# ---- fpu_request_arbiter_flat ----
Figure 1. Sizing map (fpu_request_arbiter_flat).
Scale bar: 20 um.
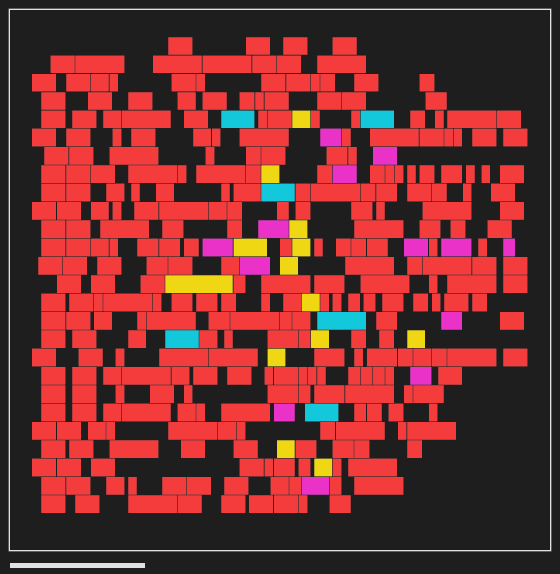

==> src/rtl/fpu_request_arbiter_pkg.sv <==
// fpu_request_arbiter_pkg: shared FPU opcodes, special 8-bit float values and the request record
package fpu_request_arbiter_pkg;
    localparam logic [1:0] ADDITION       = 2'b00;
    localparam logic [1:0] SUBTRACTION    = 2'b01;
    localparam logic [1:0] MULTIPLICATION = 2'b10;
    localparam logic [1:0] RESERVED_OP    = 2'b11;
    localparam logic [7:0] NAN            = 8'h7C;
    localparam logic [7:0] PLUS_INF       = 8'h78;
    localparam logic [7:0] MINUS_INF      = 8'hF8;

    typedef struct packed {
        logic [1:0] op;
        logic [7:0] a;
        logic [7:0] b;
    } fpu_req_t;

    function automatic logic is_inf(input logic [7:0] x);
        return x == PLUS_INF || x == MINUS_INF;
    endfunction
endpackage

==> src/rtl/fpu_request_arbiter_if.sv <==
// fpu_request_arbiter_if: two requesters, the shared datapath port and the response port
interface fpu_request_arbiter_if;
    logic [1:0]      req_valid_i;
    logic [1:0]      req_ready_o;
    logic [1:0][1:0] req_op_i;
    logic [1:0][7:0] req_a_i;
    logic [1:0][7:0] req_b_i;
    logic            dp_start_o;
    logic [1:0]      dp_operation_o;
    logic [7:0]      dp_op_a_o;
    logic [7:0]      dp_op_b_o;
    logic            dp_done_i;
    logic [7:0]      dp_result_i;
    logic            rsp_valid_o;
    logic            rsp_id_o;
    logic [7:0]      rsp_result_o;
    logic            rsp_exception_o;
    logic            rsp_timeout_o;

    modport slave (
        input  req_valid_i, req_op_i, req_a_i, req_b_i, dp_done_i, dp_result_i,
        output req_ready_o, dp_start_o, dp_operation_o, dp_op_a_o, dp_op_b_o,
               rsp_valid_o, rsp_id_o, rsp_result_o, rsp_exception_o, rsp_timeout_o
    );
    modport master (
        output req_valid_i, req_op_i, req_a_i, req_b_i, dp_done_i, dp_result_i,
        input  req_ready_o, dp_start_o, dp_operation_o, dp_op_a_o, dp_op_b_o,
               rsp_valid_o, rsp_id_o, rsp_result_o, rsp_exception_o, rsp_timeout_o
    );
endinterface

==> src/rtl/fpu_request_arbiter_exception.sv <==
// Exception_Module: flags operand/opcode combinations the datapath must not execute
module Exception_Module
    import fpu_request_arbiter_pkg::*;
(
    input  logic [1:0] op_i,
    input  logic [7:0] a_i,
    input  logic [7:0] b_i,
    output logic       exc_o
);
    always_comb begin
        exc_o = a_i == NAN || b_i == NAN
             || (op_i == ADDITION && is_inf(a_i) && is_inf(b_i) && a_i != b_i)
             || (op_i == SUBTRACTION && a_i == PLUS_INF && b_i == PLUS_INF)
             || (op_i == MULTIPLICATION && (is_inf(a_i) || is_inf(b_i)));
    end
endmodule

==> src/rtl/fpu_request_arbiter.sv <==
// fpu_request_arbiter: round-robin arbiter sharing one FPU datapath between two requesters,
// with exception screening and a WAIT-state timeout
module fpu_request_arbiter
    import fpu_request_arbiter_pkg::*;
#(
    parameter int TIMEOUT = 16
) (
    input  logic                 clk,
    input  logic                 rst,
    fpu_request_arbiter_if.slave bus
);
    typedef enum logic [1:0] {IDLE, ISSUE, WAIT, RESP} state_t;

    localparam int CW = $clog2(TIMEOUT + 1);
    localparam logic [CW-1:0] LAST = CW'(TIMEOUT - 1);

    state_t   state_q;
    fpu_req_t req_q;
    logic     last_q, gnt_q, rsp_id_q, rsp_exc_q, rsp_to_q;
    logic [7:0]    rsp_result_q;
    logic [CW-1:0] cnt_q;
    logic gnt, exc, bad;

    // the requester that did not win last time takes priority on contention
    assign gnt = &bus.req_valid_i ? ~last_q : bus.req_valid_i[1];
    assign bad = exc || req_q.op == RESERVED_OP;

    Exception_Module u_exc (.op_i(req_q.op), .a_i(req_q.a), .b_i(req_q.b), .exc_o(exc));

    assign bus.req_ready_o     = (state_q == IDLE && |bus.req_valid_i && !rst) ? {gnt, ~gnt} : 2'b00;
    assign bus.dp_start_o      = state_q == ISSUE && !bad && !rst;
    assign bus.dp_operation_o  = req_q.op;
    assign bus.dp_op_a_o       = req_q.a;
    assign bus.dp_op_b_o       = req_q.b;
    assign bus.rsp_valid_o     = state_q == RESP && !rst;
    assign bus.rsp_id_o        = rsp_id_q;
    assign bus.rsp_result_o    = rsp_result_q;
    assign bus.rsp_exception_o = rsp_exc_q;
    assign bus.rsp_timeout_o   = rsp_to_q;

    always_ff @(posedge clk) begin
        if (rst) begin
            state_q      <= IDLE;
            last_q       <= 1'b1;
            gnt_q        <= 1'b0;
            req_q        <= '0;
            cnt_q        <= '0;
            rsp_id_q     <= 1'b0;
            rsp_result_q <= '0;
            rsp_exc_q    <= 1'b0;
            rsp_to_q     <= 1'b0;
        end else begin
            case (state_q)
                IDLE: if (|bus.req_valid_i) begin
                    gnt_q   <= gnt;
                    req_q   <= '{op: bus.req_op_i[gnt], a: bus.req_a_i[gnt], b: bus.req_b_i[gnt]};
                    state_q <= ISSUE;
                end
                ISSUE: begin
                    cnt_q <= '0;
                    if (bad) begin
                        rsp_id_q     <= gnt_q;
                        rsp_result_q <= NAN;
                        rsp_exc_q    <= 1'b1;
                        rsp_to_q     <= 1'b0;
                        state_q      <= RESP;
                    end else begin
                        state_q <= WAIT;
                    end
                end
                WAIT: if (bus.dp_done_i) begin
                    rsp_id_q     <= gnt_q;
                    rsp_result_q <= bus.dp_result_i;
                    rsp_exc_q    <= 1'b0;
                    rsp_to_q     <= 1'b0;
                    state_q      <= RESP;
                end else if (cnt_q == LAST) begin
                    rsp_id_q     <= gnt_q;
                    rsp_result_q <= NAN;
                    rsp_exc_q    <= 1'b1;
                    rsp_to_q     <= 1'b1;
                    state_q      <= RESP;
                end else begin
                    cnt_q <= cnt_q + CW'(1);
                end
                RESP: begin
                    last_q  <= gnt_q;
                    state_q <= IDLE;
                end
            endcase
        end
    end
endmodule

==> src/flat_wrapper.sv <==
// flat-port wrapper written by rule: the top's interface ports become plain ports
module fpu_request_arbiter_flat import fpu_request_arbiter_pkg::*;
#(
    parameter int TIMEOUT = 16
)
  (clk, rst, bus_req_valid_i, bus_req_op_i, bus_req_a_i, bus_req_b_i, bus_dp_done_i, bus_dp_result_i, bus_req_ready_o, bus_dp_start_o, bus_dp_operation_o, bus_dp_op_a_o, bus_dp_op_b_o, bus_rsp_valid_o, bus_rsp_id_o, bus_rsp_result_o, bus_rsp_exception_o, bus_rsp_timeout_o);
  fpu_request_arbiter_if bus_i ();
  input  logic clk;
  input  logic rst;
  input wire logic [$bits(bus_i.req_valid_i)-1:0] bus_req_valid_i;
  input wire logic [$bits(bus_i.req_op_i)-1:0] bus_req_op_i;
  input wire logic [$bits(bus_i.req_a_i)-1:0] bus_req_a_i;
  input wire logic [$bits(bus_i.req_b_i)-1:0] bus_req_b_i;
  input wire logic [$bits(bus_i.dp_done_i)-1:0] bus_dp_done_i;
  input wire logic [$bits(bus_i.dp_result_i)-1:0] bus_dp_result_i;
  output wire logic [$bits(bus_i.req_ready_o)-1:0] bus_req_ready_o;
  output wire logic [$bits(bus_i.dp_start_o)-1:0] bus_dp_start_o;
  output wire logic [$bits(bus_i.dp_operation_o)-1:0] bus_dp_operation_o;
  output wire logic [$bits(bus_i.dp_op_a_o)-1:0] bus_dp_op_a_o;
  output wire logic [$bits(bus_i.dp_op_b_o)-1:0] bus_dp_op_b_o;
  output wire logic [$bits(bus_i.rsp_valid_o)-1:0] bus_rsp_valid_o;
  output wire logic [$bits(bus_i.rsp_id_o)-1:0] bus_rsp_id_o;
  output wire logic [$bits(bus_i.rsp_result_o)-1:0] bus_rsp_result_o;
  output wire logic [$bits(bus_i.rsp_exception_o)-1:0] bus_rsp_exception_o;
  output wire logic [$bits(bus_i.rsp_timeout_o)-1:0] bus_rsp_timeout_o;
  assign bus_i.req_valid_i = bus_req_valid_i;
  assign bus_i.req_op_i = bus_req_op_i;
  assign bus_i.req_a_i = bus_req_a_i;
  assign bus_i.req_b_i = bus_req_b_i;
  assign bus_i.dp_done_i = bus_dp_done_i;
  assign bus_i.dp_result_i = bus_dp_result_i;
  assign bus_req_ready_o = bus_i.req_ready_o;
  assign bus_dp_start_o = bus_i.dp_start_o;
  assign bus_dp_operation_o = bus_i.dp_operation_o;
  assign bus_dp_op_a_o = bus_i.dp_op_a_o;
  assign bus_dp_op_b_o = bus_i.dp_op_b_o;
  assign bus_rsp_valid_o = bus_i.rsp_valid_o;
  assign bus_rsp_id_o = bus_i.rsp_id_o;
  assign bus_rsp_result_o = bus_i.rsp_result_o;
  assign bus_rsp_exception_o = bus_i.rsp_exception_o;
  assign bus_rsp_timeout_o = bus_i.rsp_timeout_o;
  fpu_request_arbiter #(.TIMEOUT(TIMEOUT)) u_core (.clk(clk), .rst(rst), .bus(bus_i));
endmodule
==> config.mk <==
export PLATFORM = sky130hd
export DESIGN_NAME = fpu_request_arbiter_flat
export DESIGN_NICKNAME = d
export VERILOG_FILES = /design/src/rtl/fpu_request_arbiter_pkg.sv /design/src/rtl/fpu_request_arbiter_if.sv /design/src/rtl/fpu_request_arbiter_exception.sv /design/src/rtl/fpu_request_arbiter.sv /design/src/flat_wrapper.sv
export SDC_FILE = /design/constraint.sdc
export NUM_CORES = 1
export LEC_CHECK = 0
export CORE_MARGIN = 3
export CORE_UTILIZATION = 40
export CTS_CLUSTER_DIAMETER = 100
export DETAILED_ROUTE_END_ITERATION = 8
export PLACE_DENSITY = 0.73
export SYNTH_ARGS = -nofsm -noshare
export SYNTH_HDL_FRONTEND = slang
export SYNTH_SLANG_ARGS = --single-unit
==> constraint.sdc <==
create_clock -name clk -period 2.65 [get_ports clk]
set_clock_uncertainty 0.15 [all_clocks]
set_input_delay 0.53 -clock clk [delete_from_list [all_inputs] [get_ports clk]]
set_output_delay 0.53 -clock clk [all_outputs]
set_load 0.02 [all_outputs]
# ---- or16_rr_arbiter ----
--- src/rtl/or16_arb_pkg.sv ---
// ----------------------------------------------------------------------------
// or16_arb_pkg
// Shared constants and helpers for the OR16 round-robin arbiter slice.
//   DATA_W  : width of the shared OR datapath
//   word_t  : one datapath word
//   clog2_f : ceil(log2(n)), used to check the requester-index width
// ----------------------------------------------------------------------------
package or16_arb_pkg;

    localparam int DATA_W = 16;

    typedef logic [DATA_W-1:0] word_t;

    // ceil(log2(n)) for n >= 2; returns 1 for n <= 2 so a 2-requester build
    // still gets a 1-bit index.
    function automatic int clog2_f(input int n);
        int r;
        int v;
        r = 0;
        v = n - 1;
        while (v > 0) begin
            r = r + 1;
            v = v >> 1;
        end
        if (r < 1) begin
            r = 1;
        end
        return r;
    endfunction

endpackage

--- src/rtl/MyOr16.sv ---
// ----------------------------------------------------------------------------
// MyOr16
// Existing 16-bit bitwise-OR resource shared by the arbiter.
//   a, b : operands
//   y    : a | b
// ----------------------------------------------------------------------------
module MyOr16 (
    input  logic [15:0] a,
    input  logic [15:0] b,
    output logic [15:0] y
);

    assign y = a | b;

endmodule

--- src/rtl/or16_rr_picker.sv ---
// ----------------------------------------------------------------------------
// or16_rr_picker
// Combinational rotate-priority encoder: picks the first asserted request
// scanning ptr, ptr+1, ... modulo NREQ.
//   req_valid : per-requester valid
//   ptr       : requester with highest priority this cycle
//   gnt_valid : at least one request is valid
//   gnt_idx   : chosen requester (0 when gnt_valid is low)
// ----------------------------------------------------------------------------
module or16_rr_picker #(
    parameter int NREQ = 4,
    parameter int IDW  = 2
) (
    input  logic [NREQ-1:0] req_valid,
    input  logic [IDW-1:0]  ptr,
    output logic            gnt_valid,
    output logic [IDW-1:0]  gnt_idx
);

    localparam logic [IDW:0] NREQ_W = (IDW+1)'(NREQ);

    logic [2*NREQ-1:0] dbl;
    logic [NREQ-1:0]   rot;
    logic [IDW-1:0]    off;
    logic [IDW:0]      sum;

    always_comb begin
        // Rotate so bit 0 of rot is requester ptr; the lowest set bit of rot
        // is then the offset of the winner from ptr.
        dbl       = {req_valid, req_valid} >> ptr;
        rot       = dbl[NREQ-1:0];
        gnt_valid = 1'b0;
        off       = '0;
        for (int k = NREQ - 1; k >= 0; k--) begin
            if (rot[k]) begin
                gnt_valid = 1'b1;
                off       = IDW'(k);
            end
        end
        sum = {1'b0, ptr} + {1'b0, off};
        if (sum >= NREQ_W) begin
            sum = sum - NREQ_W;
        end
        gnt_idx = gnt_valid ? sum[IDW-1:0] : '0;
    end

endmodule

--- src/rtl/or16_rr_arbiter.sv ---
// ----------------------------------------------------------------------------
// or16_rr_arbiter
// Round-robin arbiter sharing one MyOr16 datapath among NREQ requesters, with
// a single registered response slot that drains and refills in one cycle.
//   clk, rst_n          : clock, asynchronous active-low reset
//   req_valid/req_ready : per-requester handshake (req_ready one-hot or zero)
//   req_a, req_b        : packed operands, requester i at [16*i+15:16*i]
//   rsp_valid/rsp_ready : response slot handshake
//   rsp_data, rsp_id    : A|B of the granted request and its requester index
// Optional (macro OR16_ARB_STATS_EN):
//   grant_cnt           : transfers since reset, wraps at 16 bits
//   stall_cnt           : cycles with rsp_valid && !rsp_ready, wraps at 16 bits
// ----------------------------------------------------------------------------
module or16_rr_arbiter
    import or16_arb_pkg::*;
#(
    parameter int NREQ = 4,
    parameter int IDW  = 2
) (
    input  logic                   clk,
    input  logic                   rst_n,
    input  logic [NREQ-1:0]        req_valid,
    output logic [NREQ-1:0]        req_ready,
    input  logic [NREQ*DATA_W-1:0] req_a,
    input  logic [NREQ*DATA_W-1:0] req_b,
    output logic                   rsp_valid,
    input  logic                   rsp_ready,
    output logic [DATA_W-1:0]      rsp_data,
    output logic [IDW-1:0]         rsp_id
`ifdef OR16_ARB_STATS_EN
    ,
    output logic [15:0]            grant_cnt,
    output logic [15:0]            stall_cnt
`endif
);

    generate
        if (IDW != clog2_f(NREQ)) begin : g_bad_idw
            $error("or16_rr_arbiter: IDW must equal ceil(log2(NREQ))");
        end
    endgenerate

    logic            rsp_valid_reg;
    word_t           rsp_data_reg;
    logic [IDW-1:0]  rsp_id_reg;
    logic [IDW-1:0]  ptr_reg;

    logic            gnt_valid;
    logic [IDW-1:0]  gnt_idx;
    logic            accept_en;
    logic            xfer;
    word_t           op_a;
    word_t           op_b;
    word_t           or_y;

    word_t           a_arr [NREQ];
    word_t           b_arr [NREQ];

    generate
        for (genvar gi = 0; gi < NREQ; gi++) begin : g_unpack
            assign a_arr[gi] = req_a[DATA_W*gi +: DATA_W];
            assign b_arr[gi] = req_b[DATA_W*gi +: DATA_W];
        end
    endgenerate

    or16_rr_picker #(
        .NREQ (NREQ),
        .IDW  (IDW)
    ) u_picker (
        .req_valid (req_valid),
        .ptr       (ptr_reg),
        .gnt_valid (gnt_valid),
        .gnt_idx   (gnt_idx)
    );

    assign op_a = a_arr[gnt_idx];
    assign op_b = b_arr[gnt_idx];

    MyOr16 u_or (
        .a (op_a),
        .b (op_b),
        .y (or_y)
    );

    // Slot can take a new result when empty or being drained this cycle.
    assign accept_en = !rsp_valid_reg || rsp_ready;
    assign xfer      = gnt_valid && accept_en && rst_n;
    assign req_ready = xfer ? (NREQ'(1) << gnt_idx) : '0;

    always_ff @(posedge clk or negedge rst_n) begin
        if (!rst_n) begin
            rsp_valid_reg <= 1'b0;
            rsp_data_reg  <= '0;
            rsp_id_reg    <= '0;
            ptr_reg       <= '0;
        end else if (xfer) begin
            rsp_valid_reg <= 1'b1;
            rsp_data_reg  <= or_y;
            rsp_id_reg    <= gnt_idx;
            ptr_reg       <= (gnt_idx == IDW'(NREQ - 1)) ? '0 : gnt_idx + IDW'(1);
        end else if (rsp_ready) begin
            rsp_valid_reg <= 1'b0;
        end
    end

    assign rsp_valid = rsp_valid_reg;
    assign rsp_data  = rsp_data_reg;
    assign rsp_id    = rsp_id_reg;

`ifdef OR16_ARB_STATS_EN
    logic [15:0] grant_cnt_reg;
    logic [15:0] stall_cnt_reg;

    always_ff @(posedge clk or negedge rst_n) begin
        if (!rst_n) begin
            grant_cnt_reg <= '0;
            stall_cnt_reg <= '0;
        end else begin
            if (xfer) begin
                grant_cnt_reg <= grant_cnt_reg + 16'd1;
            end
            if (rsp_valid_reg && !rsp_ready) begin
                stall_cnt_reg <= stall_cnt_reg + 16'd1;
            end
        end
    end

    assign grant_cnt = grant_cnt_reg;
    assign stall_cnt = stall_cnt_reg;
`endif

endmodule

--- config.mk ---
export PLATFORM = sky130hd
export DESIGN_NAME = or16_rr_arbiter
export DESIGN_NICKNAME = d
export VERILOG_FILES = /design/src/rtl/or16_arb_pkg.sv /design/src/rtl/MyOr16.sv /design/src/rtl/or16_rr_picker.sv /design/src/rtl/or16_rr_arbiter.sv
export SDC_FILE = /design/constraint.sdc
export NUM_CORES = 1
export LEC_CHECK = 0
export CORE_ASPECT_RATIO = 0.6
export CORE_MARGIN = 2
export CORE_UTILIZATION = 30
export CTS_CLUSTER_DIAMETER = 40
export DETAILED_ROUTE_END_ITERATION = 8
export PLACE_DENSITY_LB_ADDON = 0.12
export SKIP_CTS_REPAIR_TIMING = 1
export SLEW_MARGIN = 20
export SYNTH_ARGS = -nofsm -noshare
export SYNTH_HDL_FRONTEND = slang
export SYNTH_HIERARCHICAL = 1
export SYNTH_SLANG_ARGS = --single-unit
--- constraint.sdc ---
create_clock -name clk -period 5.3 [get_ports clk]
set_clock_uncertainty 0.1 [all_clocks]
set_input_delay 1.06 -clock clk [delete_from_list [all_inputs] [get_ports clk]]
set_output_delay 1.06 -clock clk [all_outputs]
set_load 0.02 [all_outputs]
# ---- parity_frame_tx_flat ----
<file path="config.mk">
export PLATFORM = sky130hd
export DESIGN_NAME = parity_frame_tx_flat
export DESIGN_NICKNAME = d
export VERILOG_FILES = /design/src/rtl/parity_frame_tx_if.sv /design/src/rtl/parity_frame_tx.sv /design/src/flat_wrapper.sv
export SDC_FILE = /design/constraint.sdc
export NUM_CORES = 1
export LEC_CHECK = 0
export ABC_AREA = 1
export CAP_MARGIN = 20
export CELL_PAD_IN_SITES_DETAIL_PLACEMENT = 1
export CELL_PAD_IN_SITES_GLOBAL_PLACEMENT = 1
export CORE_MARGIN = 5
export CORE_UTILIZATION = 40
export CTS_CLUSTER_DIAMETER = 150
export DETAILED_ROUTE_END_ITERATION = 8
export GPL_ROUTABILITY_DRIVEN = 0
export GPL_TIMING_DRIVEN = 0
export PLACE_DENSITY = 0.85
export RECOVER_POWER = 25
export SYNTH_ARGS = -nofsm -noshare
export SYNTH_HDL_FRONTEND = slang
export SYNTH_SLANG_ARGS = --single-unit
</file>
<file path="constraint.sdc">
create_clock -name clk -period 1.8 [get_ports clk]
set_clock_uncertainty 0.1 [all_clocks]
set_input_delay 0.45 -clock clk [delete_from_list [all_inputs] [get_ports clk]]
set_output_delay 0.45 -clock clk [all_outputs]
set_load 0.02 [all_outputs]
</file>
<file path="src/rtl/parity_frame_tx_if.sv">
// ============================================================================
// Module      : parity_frame_tx_if
// Description : Bundle for the parity frame transmitter: the parallel
//               valid/ready word input and the serial frame output.
//               With PARITY_FLIP_EN defined, it also carries inject_err, a
//               per-frame parity-inversion request sampled at accept.
// Revision    : 1.0  initial release
// ============================================================================
`default_nettype none

interface parity_frame_tx_if #(
    parameter int DATA_W = 8
) ();

    // Word input handshake
    logic              in_valid;
    logic              in_ready;
    logic [DATA_W-1:0] in_data;
`ifdef PARITY_FLIP_EN
    logic              inject_err;
`endif

    // Serial frame output
    logic              ser_out;
    logic              ser_valid;
    logic              frame_start;
    logic              frame_end;
    logic [1:0]        run_state;

    // Word source and frame observer
    modport master (
        output in_valid,
        output in_data,
`ifdef PARITY_FLIP_EN
        output inject_err,
`endif
        input  in_ready,
        input  ser_out,
        input  ser_valid,
        input  frame_start,
        input  frame_end,
        input  run_state
    );

    // Transmitter
    modport slave (
        input  in_valid,
        input  in_data,
`ifdef PARITY_FLIP_EN
        input  inject_err,
`endif
        output in_ready,
        output ser_out,
        output ser_valid,
        output frame_start,
        output frame_end,
        output run_state
    );

endinterface

`default_nettype wire

</file>
<file path="src/rtl/parity_frame_tx.sv">
// ============================================================================
// Module      : parity_frame_tx
// Description : Serial frame transmitter. Accepts a DATA_W-bit word on a
//               valid/ready handshake, shifts it out MSB-first, appends a
//               parity bit so the frame's count of 1s has the parity chosen
//               by ODD_ONES, then idles GAP_CYCLES cycles. run_state tracks
//               {odd zeros, odd ones} over the frame bits already emitted.
//               Optional macro PARITY_FLIP_EN adds inject_err, which inverts
//               the parity bit of the frame it is accepted with.
// Revision    : 1.0  initial release
// ============================================================================
`default_nettype none

module parity_frame_tx #(
    parameter int   DATA_W     = 8,
    parameter int   ODD_ONES   = 0,
    parameter int   GAP_CYCLES = 2,
    parameter logic IDLE_LEVEL = 1'b1
) (
    input  wire logic          clk,
    input  wire logic          reset,
    parity_frame_tx_if.slave   bus
);

    // Counter wide enough for both the payload index (<= 31) and gap (<= 15)
    localparam int                CNT_W      = 6;
    localparam logic [CNT_W-1:0]  C_LAST_BIT = CNT_W'(DATA_W - 1);
    localparam logic [CNT_W-1:0]  C_LAST_GAP = CNT_W'((GAP_CYCLES > 0) ? (GAP_CYCLES - 1) : 0);
    localparam logic              C_ODD_ONES = 1'(ODD_ONES);

    typedef enum logic [1:0] {
        S_IDLE   = 2'd0,
        S_DATA   = 2'd1,
        S_PARITY = 2'd2,
        S_GAP    = 2'd3
    } state_t;

    state_t             r_state;
    logic [DATA_W-2:0]  r_shift;       // payload bits still to be emitted, next one at MSB
    logic [CNT_W-1:0]   r_cnt;
    logic               r_parity;
    logic               r_ser_out;
    logic               r_ser_valid;
    logic               r_frame_start;
    logic               r_frame_end;
    logic [1:0]         r_run_state;

    logic               w_inject;
    logic               w_word_parity;

`ifdef PARITY_FLIP_EN
    assign w_inject = bus.inject_err;
`else
    assign w_inject = 1'b0;
`endif

    assign w_word_parity = ^bus.in_data;

    // Ready comes from registered state only; forced low while reset is held
    assign bus.in_ready    = (r_state == S_IDLE) && !reset;
    assign bus.ser_out     = r_ser_out;
    assign bus.ser_valid   = r_ser_valid;
    assign bus.frame_start = r_frame_start;
    assign bus.frame_end   = r_frame_end;
    assign bus.run_state   = r_run_state;

    // Frame sequencer: accept, shift payload, emit parity, idle gap; tracks run parity
    always_ff @(posedge clk or posedge reset) begin
        if (reset) begin
            r_state       <= S_IDLE;
            r_shift       <= '0;
            r_cnt         <= '0;
            r_parity      <= 1'b0;
            r_ser_out     <= IDLE_LEVEL;
            r_ser_valid   <= 1'b0;
            r_frame_start <= 1'b0;
            r_frame_end   <= 1'b0;
            r_run_state   <= 2'b00;
        end else begin
            // Fold the bit shown this cycle into the running parity
            if (r_ser_valid) begin
                if (r_ser_out) begin
                    r_run_state[0] <= ~r_run_state[0];
                end else begin
                    r_run_state[1] <= ~r_run_state[1];
                end
            end

            case (r_state)
                S_IDLE: begin
                    if (bus.in_valid) begin
                        // MSB goes straight to the output; the rest waits in the shifter
                        r_shift       <= bus.in_data[DATA_W-2:0];
                        r_parity      <= w_word_parity ^ C_ODD_ONES ^ w_inject;
                        r_cnt         <= '0;
                        r_ser_out     <= bus.in_data[DATA_W-1];
                        r_ser_valid   <= 1'b1;
                        r_frame_start <= 1'b1;
                        r_run_state   <= 2'b00;
                        r_state       <= S_DATA;
                    end
                end

                S_DATA: begin
                    r_frame_start <= 1'b0;
                    if (r_cnt == C_LAST_BIT) begin
                        r_ser_out   <= r_parity;
                        r_frame_end <= 1'b1;
                        r_cnt       <= '0;
                        r_state     <= S_PARITY;
                    end else begin
                        r_ser_out <= r_shift[DATA_W-2];
                        r_shift   <= r_shift << 1;
                        r_cnt     <= r_cnt + CNT_W'(1);
                    end
                end

                S_PARITY: begin
                    r_frame_end <= 1'b0;
                    r_ser_valid <= 1'b0;
                    r_ser_out   <= IDLE_LEVEL;
                    r_cnt       <= '0;
                    r_state     <= (GAP_CYCLES == 0) ? S_IDLE : S_GAP;
                end

                S_GAP: begin
                    if (r_cnt == C_LAST_GAP) begin
                        r_state <= S_IDLE;
                    end else begin
                        r_cnt <= r_cnt + CNT_W'(1);
                    end
                end

                default: begin
                    r_state <= S_IDLE;
                end
            endcase
        end
    end

endmodule

`default_nettype wire

</file>
<file path="src/flat_wrapper.sv">
// flat-port wrapper written by rule: the top's interface ports become plain ports
module parity_frame_tx_flat 
#(
    parameter int   DATA_W     = 8,
    parameter int   ODD_ONES   = 0,
    parameter int   GAP_CYCLES = 2,
    parameter logic IDLE_LEVEL = 1'b1
)
  (clk, reset, bus_in_valid, bus_in_data, bus_in_ready, bus_ser_out, bus_ser_valid, bus_frame_start, bus_frame_end, bus_run_state);
  parity_frame_tx_if #(.DATA_W(DATA_W)) bus_i ();
  input  wire logic clk;
  input  wire logic reset;
  input wire logic [$bits(bus_i.in_valid)-1:0] bus_in_valid;
  input wire logic [$bits(bus_i.in_data)-1:0] bus_in_data;
  output wire logic [$bits(bus_i.in_ready)-1:0] bus_in_ready;
  output wire logic [$bits(bus_i.ser_out)-1:0] bus_ser_out;
  output wire logic [$bits(bus_i.ser_valid)-1:0] bus_ser_valid;
  output wire logic [$bits(bus_i.frame_start)-1:0] bus_frame_start;
  output wire logic [$bits(bus_i.frame_end)-1:0] bus_frame_end;
  output wire logic [$bits(bus_i.run_state)-1:0] bus_run_state;
  assign bus_i.in_valid = bus_in_valid;
  assign bus_i.in_data = bus_in_data;
  assign bus_in_ready = bus_i.in_ready;
  assign bus_ser_out = bus_i.ser_out;
  assign bus_ser_valid = bus_i.ser_valid;
  assign bus_frame_start = bus_i.frame_start;
  assign bus_frame_end = bus_i.frame_end;
  assign bus_run_state = bus_i.run_state;
  parity_frame_tx #(.DATA_W(DATA_W), .ODD_ONES(ODD_ONES), .GAP_CYCLES(GAP_CYCLES), .IDLE_LEVEL(IDLE_LEVEL)) u_core (.clk(clk), .reset(reset), .bus(bus_i));
endmodule
</file>
# ---- bcd_mult_gen ----
--- config.mk ---
export PLATFORM = sky130hd
export DESIGN_NAME = bcd_mult_gen
export DESIGN_NICKNAME = d
export VERILOG_FILES = /design/src/rtl/bcd_mult_gen.sv
export SDC_FILE = /design/constraint.sdc
export NUM_CORES = 1
export LEC_CHECK = 0
export ABC_AREA = 1
export CAP_MARGIN = 5
export CORE_MARGIN = 5
export CORE_UTILIZATION = 55
export CTS_CLUSTER_DIAMETER = 150
export CTS_CLUSTER_SIZE = 24
export DETAILED_ROUTE_END_ITERATION = 16
export PLACE_DENSITY = 0.89
export SKIP_CTS_REPAIR_TIMING = 1
export SLEW_MARGIN = 20
export SYNTH_ARGS = -nofsm -noshare
export SYNTH_HDL_FRONTEND = slang
export SYNTH_SLANG_ARGS = --single-unit
--- constraint.sdc ---
create_clock -name clk -period 10.3 [get_ports clk]
set_input_delay 2.06 -clock clk [delete_from_list [all_inputs] [get_ports clk]]
set_output_delay 2.06 -clock clk [all_outputs]
set_load 0.1 [all_outputs]
--- src/rtl/bcd_mult_gen.sv ---
// bcd_mult_gen: emits the 4-digit packed-BCD multiples of 3 or 11, from 0000
// to 9999, one per valid/ready handshake, and then pulses done.

// One BCD digit of the adder. Takes two digits and a carry-in, and produces the
// sum digit and a carry-out.
module bcd_digit_add (
  input  logic [3:0] a,
  input  logic [3:0] b,
  input  logic       cin,
  output logic [3:0] sum,
  output logic       cout
);
  logic [4:0] raw;
  logic [4:0] adj;

  // Add in binary. If the result is above 9, subtract 10 and set the carry.
  always_comb begin
    raw  = {1'b0, a} + {1'b0, b} + {4'b0, cin};
    adj  = raw - 5'd10;
    sum  = raw[3:0];
    cout = 1'b0;
    if (raw > 5'd9) begin
      sum  = adj[3:0];
      cout = 1'b1;
    end
  end
endmodule

module bcd_mult_gen (
  input  logic        clk,
  input  logic        rst,
  input  logic        start,
  input  logic        sel,
  input  logic        out_ready,
  output logic [15:0] out_bcd,
  output logic        out_valid,
  output logic        busy,
  output logic        done
);
  localparam int NUM_DIGITS = 4;

  typedef enum logic [1:0] {IDLE, EMIT, DONE} state_t;

  state_t      state_q, state_d;
  logic [15:0] val_q, val_d;
  logic        sel_q, sel_d;

  logic [15:0] step;
  logic [15:0] sum;
  logic [NUM_DIGITS:0] carry;

  assign step     = sel_q ? 16'h0011 : 16'h0003;
  assign carry[0] = 1'b0;

  // Ripple-carry BCD adder: one digit adder per digit, units digit first.
  for (genvar g = 0; g < NUM_DIGITS; g++) begin : g_dig
    bcd_digit_add u_add (
      .a    (val_q[4*g +: 4]),
      .b    (step[4*g +: 4]),
      .cin  (carry[g]),
      .sum  (sum[4*g +: 4]),
      .cout (carry[g+1])
    );
  end

  // Next state and next value. A handshake that would go past 9999 goes to DONE
  // and keeps the current value.
  always_comb begin
    state_d = state_q;
    val_d   = val_q;
    sel_d   = sel_q;
    unique case (state_q)
      IDLE: begin
        if (start) begin
          sel_d   = sel;
          val_d   = 16'h0000;
          state_d = EMIT;
        end
      end
      EMIT: begin
        if (out_ready) begin
          if (carry[NUM_DIGITS] || (val_q == 16'h9999)) begin
            state_d = DONE;
          end else begin
            val_d = sum;
          end
        end
      end
      DONE:    state_d = IDLE;
      default: state_d = IDLE;
    endcase
  end

  // State registers. Reset has priority over every other input.
  always_ff @(posedge clk) begin
    if (rst) begin
      state_q <= IDLE;
      val_q   <= 16'h0000;
      sel_q   <= 1'b0;
    end else begin
      state_q <= state_d;
      val_q   <= val_d;
      sel_q   <= sel_d;
    end
  end

  // The outputs are decoded from the registered state only.
  always_comb begin
    out_bcd   = val_q;
    out_valid = (state_q == EMIT);
    busy      = (state_q == EMIT) || (state_q == DONE);
    done      = (state_q == DONE);
  end
endmodule

Figure 2. Close-up of the layout (bcd_mult_gen).
Scale bar: 10 um. Region (11, 0) to (51, 40) um. Cells in grey, sequential cells in the stronger grey; small squares are vias.
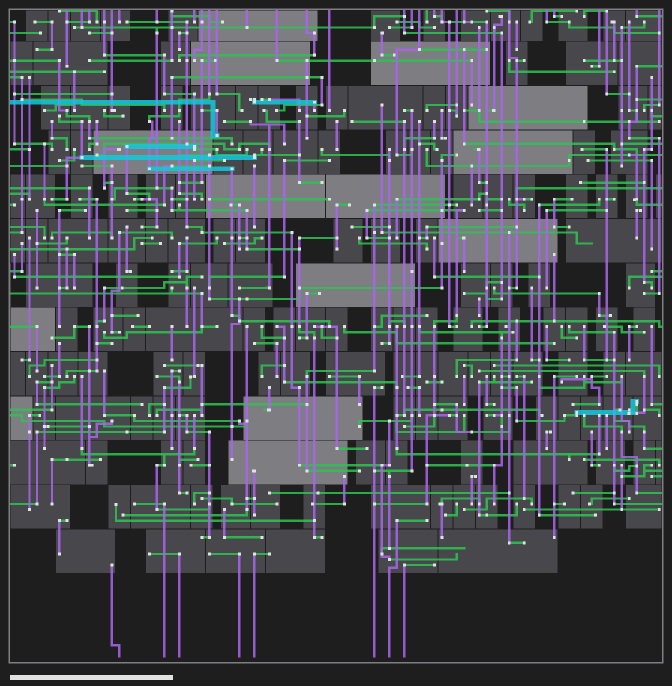
layer	colour
M2	purple
M3	cyan
M1	green
cells with their middle in the window	166
most frequent	nand2_1 (39), inv_1 (28), nand3_1 (22)
sequential cells in the window	12
netlist names of flops here include	out_bcd (11), sel_q (1)

==> changes_impl.md, bcd_mult_gen <==
### Changed

* CP top delay family: adder cells
* Layout cells sized above 1 at 3.45%
* Met3 routed wirelength at 94 um
* DIE AREA at 3910 um2
* Status: completed
* Maximum fanout along the worst path at 17
* RSZ-0062 raised after global routing: false
* Leak at 0.804 nW
* Critical path launch point: sel_q
* Clock Path Buffers at 2
* # rows at 19
* Sw Share at 55.9%
* Clock latency (worst-skew pair) at 0.29 ns
* Worst-path clk slew at 0.11 ns
* Hold Fails Final Rpt at 0
* Synth-to-Final Area Change at 17.2%
* Synth cell count leaders: 63 x nand2_1, 44 x inv_1, 33 x nand3_1
* Max cap viols at 0
* Initial antenna violation count at 0
* Clock network fraction of total power at 10.9%
* Max-slew violations at 0
* Post-DP HPWL at 2.39 mm
* PnR Total Power at 0.000344 W
* IO Port Bufs at 23
* Total number of vias at 1,488
* Xor+xnor area frac at 1.15%
* Synth top area cells: dfxtp_1 25%, nand2_1 16%, ha_1 12%
bcd_mult_gen: cell type report:
| cell class | instances | area [um2] |
|---|---|---|
| multi-input cells | 170 | 935 |
| well taps | 31 | 38.8 |
| flip-flops and latches | 19 | 380 |
| clock buffers | 4 | 26.3 |
| fillers | 261 | 931 |
| repair buffers | 23 | 230 |
| inverters | 45 | 169 |
bcd_mult_gen: cell families (layout without fill, tap and decap cells):
family,after synthesis,count (layout)
AND-OR/OR-AND,29,29
XOR/XNOR,2,2
adder cells (fa/ha/maj),16,16
buffers and inverters,50,72
flip-flops,19,19
AND/OR/NAND/NOR,123,123
bcd_mult_gen: layout by cell type (no fill, tap or decap), types with 3 or more instances in the layout:
cell / Yosys / final
inv_1: 44 / 44
and2_1: 3 / 3
o21ai_0: 8 / 8
dfxtp_1: 19 / 19
ha_1: 14 / 14
clkbuf_4: 0 / 3
nand3_1: 33 / 33
clkdlybuf4s50_1: 0 / 23
nand2_1: 63 / 63
nor2_1: 15 / 15
a21oi_1: 18 / 18
nand4_1: 4 / 4
bcd_mult_gen: state kept, by name, summed over array words and instances, names as in the netlist:
register and cells:
out_bcd 16, sel_q 1, state_q 2
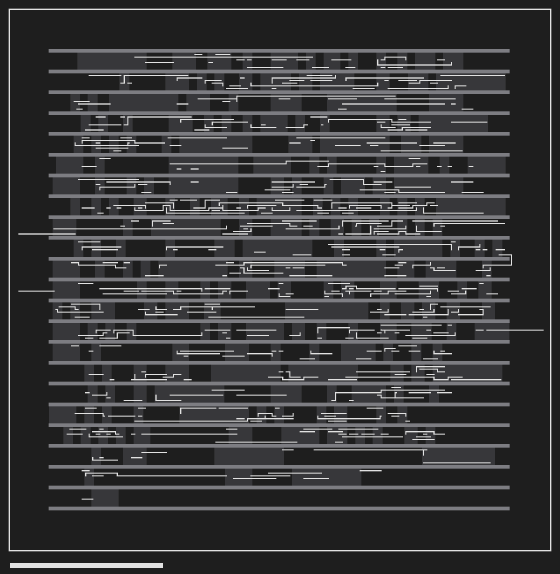
Figure 3: parity_frame_tx_flat, met1 routing.
Scale bar: 20 um. Supply wires on this layer in grey.
longest straight run	23.2 um
share of all routed wire	42%
wire length on this layer	1,580 um
nets with wire on the layer	222
total number of vias: 1,332
routed wire length: 3.77 mm
grt met1 use: 18.8%

==> changes_impl.md, parity_frame_tx_flat <==
### Changed

* Status: completed
* Post-CTS sizing at 14
* Mapped Cells at 199
* Clk sinks at 22
* Avg Inst Size Synth at 7.38 um2
* Final instance area at 1820 um2
* DP Worst Slack at -0.341 ns
* Fmax at 0.556 GHz
* Yosys warnings at 0
* DRC Markers at 0
* Worst vdd ir at 0.461 mV
* Mapped Area at 1470 um2
* Setup TNS at 0 ns
* Buffer share of cell area at 12.6%
* Cell with the most instances after synthesis: nand2_1
* Largest family of logic cells by area: simple AND/OR/NAND/NOR gates
* Yosys Instances at 199
* CP Data Arrival Time at 1.25 ns
* Initial antenna violation count at 0
* DR WL/cell at 13.8 um
* DIE AREA at 4980 um2
* Placed Area at 1700 um2
* Multi-In Gates at 143
* Number of warnings in the stage logs at 33
* Synth area leader: dfrtp_1
* Relative max-transition margin at 41.6%
parity_frame_tx_flat: report_power, final:
part / switching, W / internal [W] / total, W
clock network: 0.000177 / 0.000298 / 0.000475
registers: 0.000164 / 0.000705 / 0.000868
logic: 0.000934 / 0.000626 / 0.00156
total: 0.00127 / 0.00163 / 0.00290
parity_frame_tx_flat: metal layers:
layer / global-route usage, % / wire, um
met5: 0 / 0
met4: 6.26 / 70
met3: 2.13 / 86
met2: 28.3 / 2030
met1: 18.8 / 1580
parity_frame_tx_flat: final timing paths:
| check | startpoint | end | slack [ns] | cells after the start |
|---|---|---|---|---|
| setup reg to reg | u_core.r_state[0] | u_core.r_shift[5] | 0.05 | 9 |
| setup / recovery | u_core.r_state[0] | bus_in_ready | 0.0007 | 5 |
| hold reg to reg | u_core.bus.ser_out | u_core.bus.ser_out | 0.39 | 2 |
| min in group asynchronous | reset | u_core.bus.run_state[1] | 0.64 | 2 |
| max in group asynchronous | reset | u_core.r_cnt[0] | 0.36 | 2 |
| hold / removal | u_core.bus.ser_out | u_core.bus.ser_out | 0.39 | 2 |
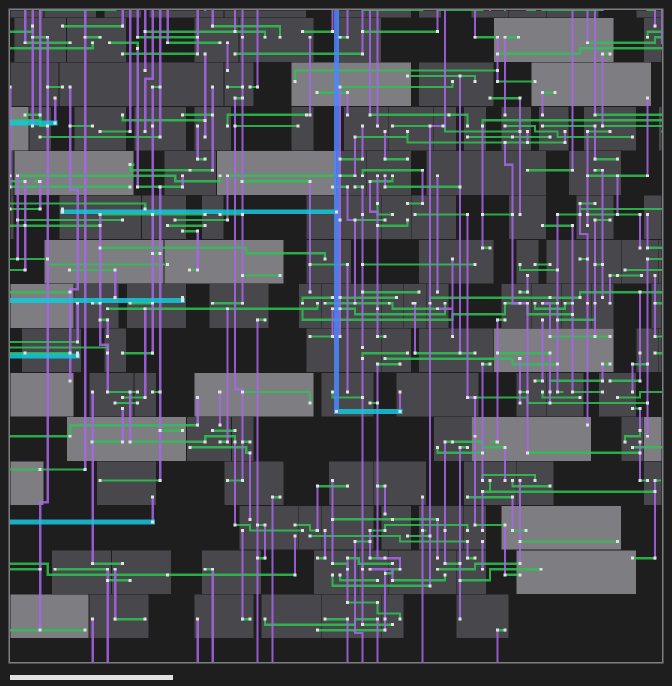
Figure 4: fpu_request_arbiter_flat, close-up of the layout.
Scale bar: 10 um. Region (20, 4) to (60, 44) um. Cells in grey, sequential cells in the stronger grey; small squares are vias.
layer	colour
M4	blue
M2	purple
M3	cyan
M1	green
cells with their middle in the window	109
sequential cells in the window	16
most frequent	dfxtp_1 (16), clkdlybuf4s50_1 (12), nor2_1 (9)
netlist names of flops here include	u_core.bus.dp_op_a_o (5), u_core.cnt_q (4), u_core.bus.dp_op_b_o (2)

Figure 5. M2 wires (fpu_request_arbiter_flat).
Scale bar: 20 um.
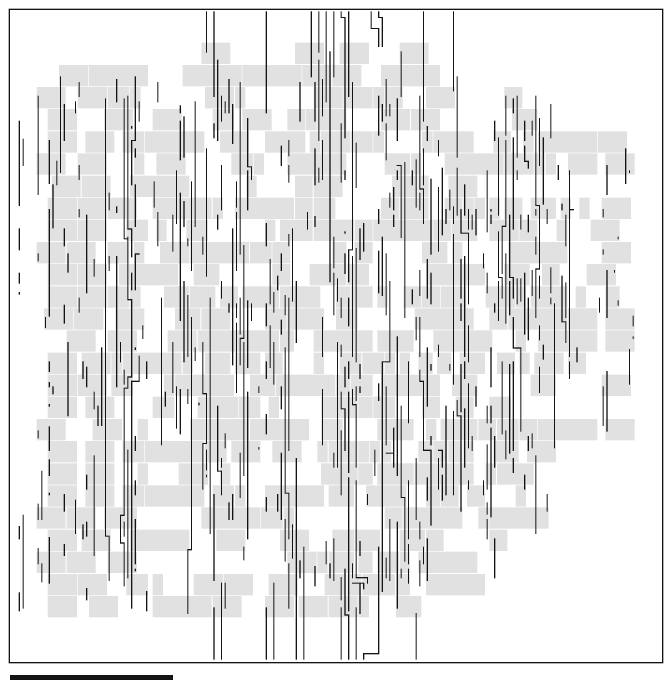
longest straight run	53.7 um
wire length on this layer	2,480 um
main direction	vertical
share of all routed wire	47%
nets with wire on the layer	312
total number of vias: 2,064
routed wire length: 5.27 mm

Notes on Figure 1 above:
size	colour	cells	share	most used
x6 and larger	cyan	6	1.8%	clkbuf_8
x2	magenta	13	3.9%	a21bo_2
x1 and smaller	red	299	90%	clkdlybuf4s50_1
x3 and x4	yellow	13	3.9%	buf_4
Signal buffers: 92
final instance area: 3180 um2

==> changes_impl.md, fpu_request_arbiter_flat <==
### Changed

* Library cells used by synthesis at 44
* Xor+xnor area frac at 3.59%
* Yosys Instances at 249
* Tap Cells at 70
* Status: completed
* Leak at 1.18 nW
* Worst hold path type: register to register
* RSZ-0062 raised after global routing: false
* Yosys warnings at 0
* CP top delay family: buffers and inverters
* IO Port Bufs at 81
* Aoi share at 19.6%
* CP endpoint kind: primary output
* Mapped Cells at 249
* Placed insts at 394
* Ant. Diodes at 0
* Die height at 80.1 um
* Grt ovf at 0
* Die Span X at 80.1 um
* Final Net Count at 387
* Relative max-transition margin at 77.1%
* Area leader share at 34.6%
* Logic cell area at 1330 um2
* CTS tree: done
* Setup TNS at 0 ns
* Fin crit share at 91.9%
* PnR Total Power at 0.00290 W
* Root buffer cell: clkbuf_8
* Tmin final at 2.44 ns
* Post-DP HPWL at 4.09 mm
fpu_request_arbiter_flat: worst min-delay path, delay by kind of cell, from the launching register on:
| family | cells | cell delay (ns) |
|---|---|---|
| DFF | 1 | 0.31 |
| and+or+nand+nor | 1 | 0.06 |
| muxes | 1 | 0.06 |
fpu_request_arbiter_flat: power breakdown:
group | switching, W | internal, W | leakage [nW] | total, W
combinational | 0.000788 | 0.000810 | 0.826 | 0.00160
sequential | 0.000181 | 0.000738 | 0.313 | 0.000919
clock | 0.000204 | 0.000181 | 0.0373 | 0.000385
total | 0.00117 | 0.00173 | 1.18 | 0.00290
fpu_request_arbiter_flat: worst paths after layout:
kind / cells past startpoint / slack [ns] / endpoint / startpoint
worst max-delay path: 4 / 0.21 / bus_req_ready_o[1] / bus_req_valid_i[1]
worst min register to register: 2 / 0.33 / u_core.bus.rsp_timeout_o / u_core.bus.rsp_timeout_o
worst min-delay path: 2 / 0.33 / u_core.bus.rsp_timeout_o / u_core.bus.rsp_timeout_o
worst max register to register: 8 / 0.36 / u_core.bus.rsp_result_o[0] / u_core.cnt_q[0]
Figure 6. Close-up of the layout (or16_rr_arbiter).
Scale bar: 10 um. Region (34, 0) to (74, 40) um. Cells in grey, sequential cells in the stronger grey; small squares are vias.
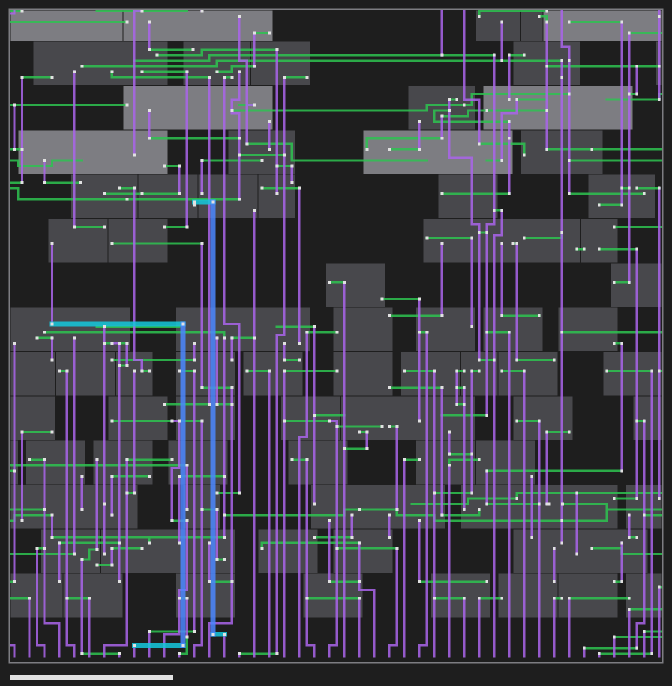
layer	colour
M1	green
M4	blue
M2	purple
M3	cyan
most frequent	clkdlybuf4s50_1 (42), mux4_2 (8), dfrtp_1 (7)
netlist names of flops here include	rsp_data (6), rsp_id (1)
sequential cells in the window	7
cells with their middle in the window	74

==> changes_impl.md, or16_rr_arbiter <==
### Changed

* Status: completed
* Max cap viols at 0
* Maximum fanout along the worst path at 15
* Final-layout fill cell count at 540
* Worst endpoint required time at 4.14 ns
* Cell with the most instances after synthesis: mux4_2
* Vias in the first global route at 2,014
* Die Span X at 109 um
* Highest metal used: met4
* Die height at 66.8 um
* P_seq at 0.000271 W
* Yosys warnings at 6
* # rows at 22
* Mux frac, synth at 49.8%
* Final Setup Violations at 0
==> or16_rr_arbiter: final cells by class <==
cell class / instances / area (um2) / area share [%]
clock buffers: 4 / 45.0 / 1.24
inverters: 6 / 22.5 / 0.621
multi-input cells: 101 / 1330 / 36.6
flip-flops and latches: 21 / 526 / 14.5
well taps: 84 / 105 / 2.90
repair buffers: 161 / 1600 / 44.2
==> or16_rr_arbiter: critical path: cells and delay by family <==
family                   cells  cell delay, ns
AND/OR/NAND/NOR              3            0.48
AND-OR/OR-AND                3            0.71
buffers and inverters        4            1.24
adder cells (fa/ha/maj)      2            0.38
==> or16_rr_arbiter: stage by stage <==
step / instances / worst slack [ns] / instance area, um2 / utilization, % / hold WS (ns)
final: 377 / 0.268 / 3620 / 58.3 / 0.406
after global routing: 377 / 0.0860 / 3620 / 58.3 / 0.417
after CTS: 377 / 0.258 / 3620 / 58.3 / 0.411
after detailed placement: 373 / 0.262 / 3580 / 57.5 / 0.394
after global placement: 373 / 0.309 / 3580 / 57.5 / 0.389
after floorplan: 139 / 1.25 / 1970 / - / 0.433


==> gallery <==
Routing congestion.
image #1
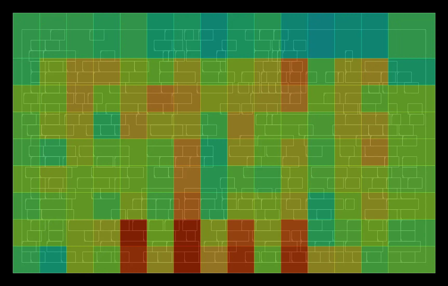
image #2
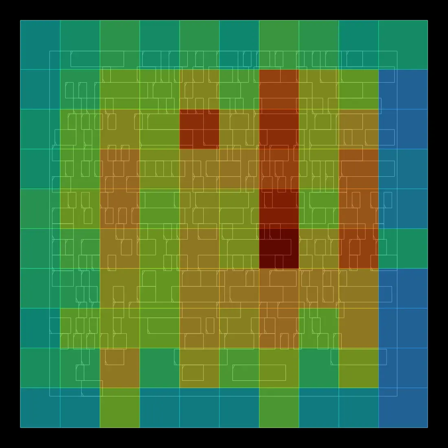
image #3
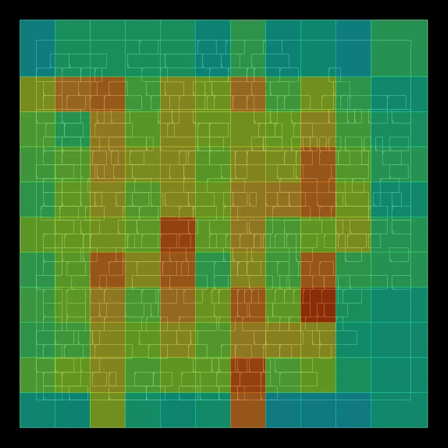
image #4
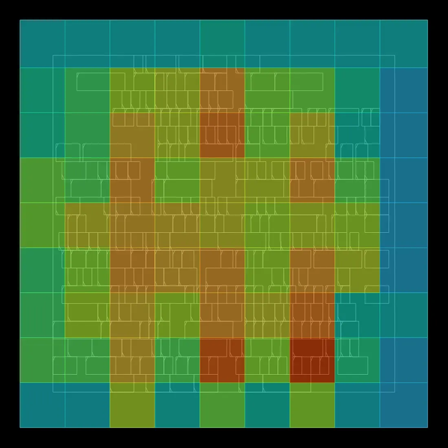
Image #4 is bcd_mult_gen.
Image #1 is or16_rr_arbiter.
Image #2 is parity_frame_tx_flat.
Image #3 is fpu_request_arbiter_flat.
Of these, most wire per cell: image #1


==> layout pictures side by side <==
M2 wires.
Scale bar: 20 um.
(a)
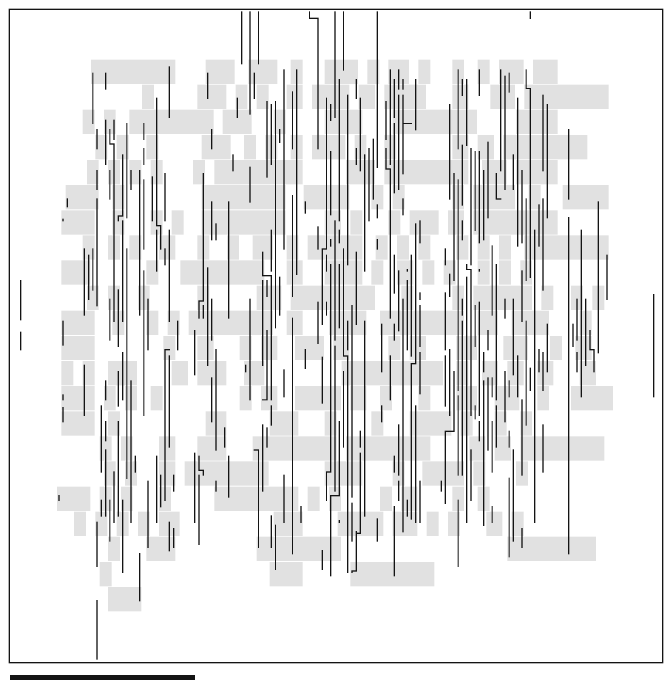
(b)
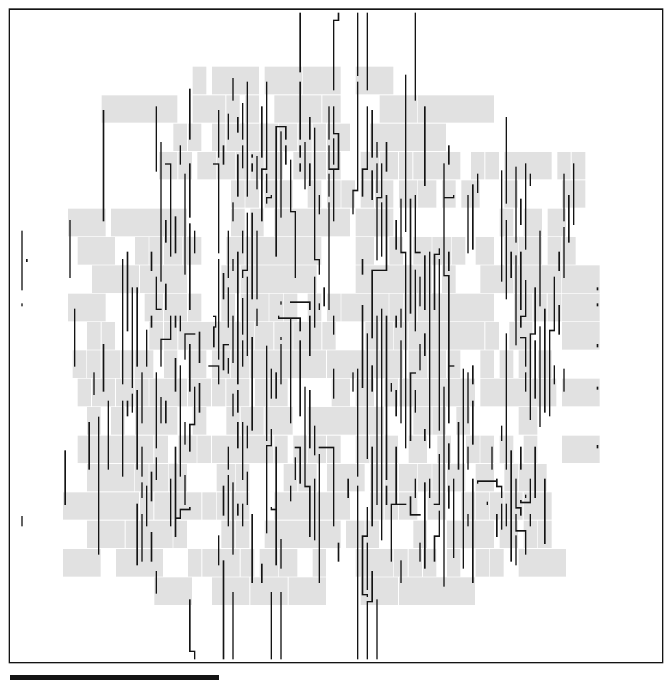
(c)
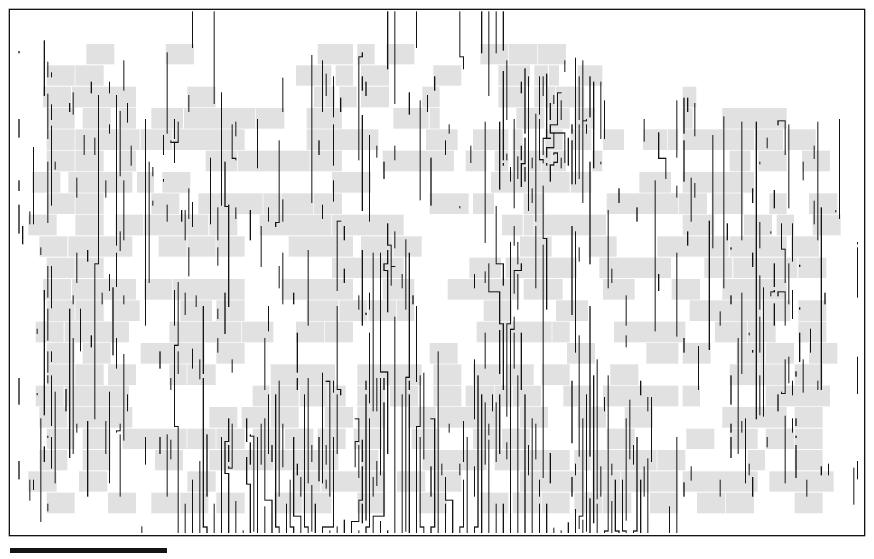
The one with the largest die is (c).
The one with the smallest die is (b).
- (c) = or16_rr_arbiter
- (b) = bcd_mult_gen
- (a) = parity_frame_tx_flat

No activity file was given, so power comes from the tool's default toggle rates.
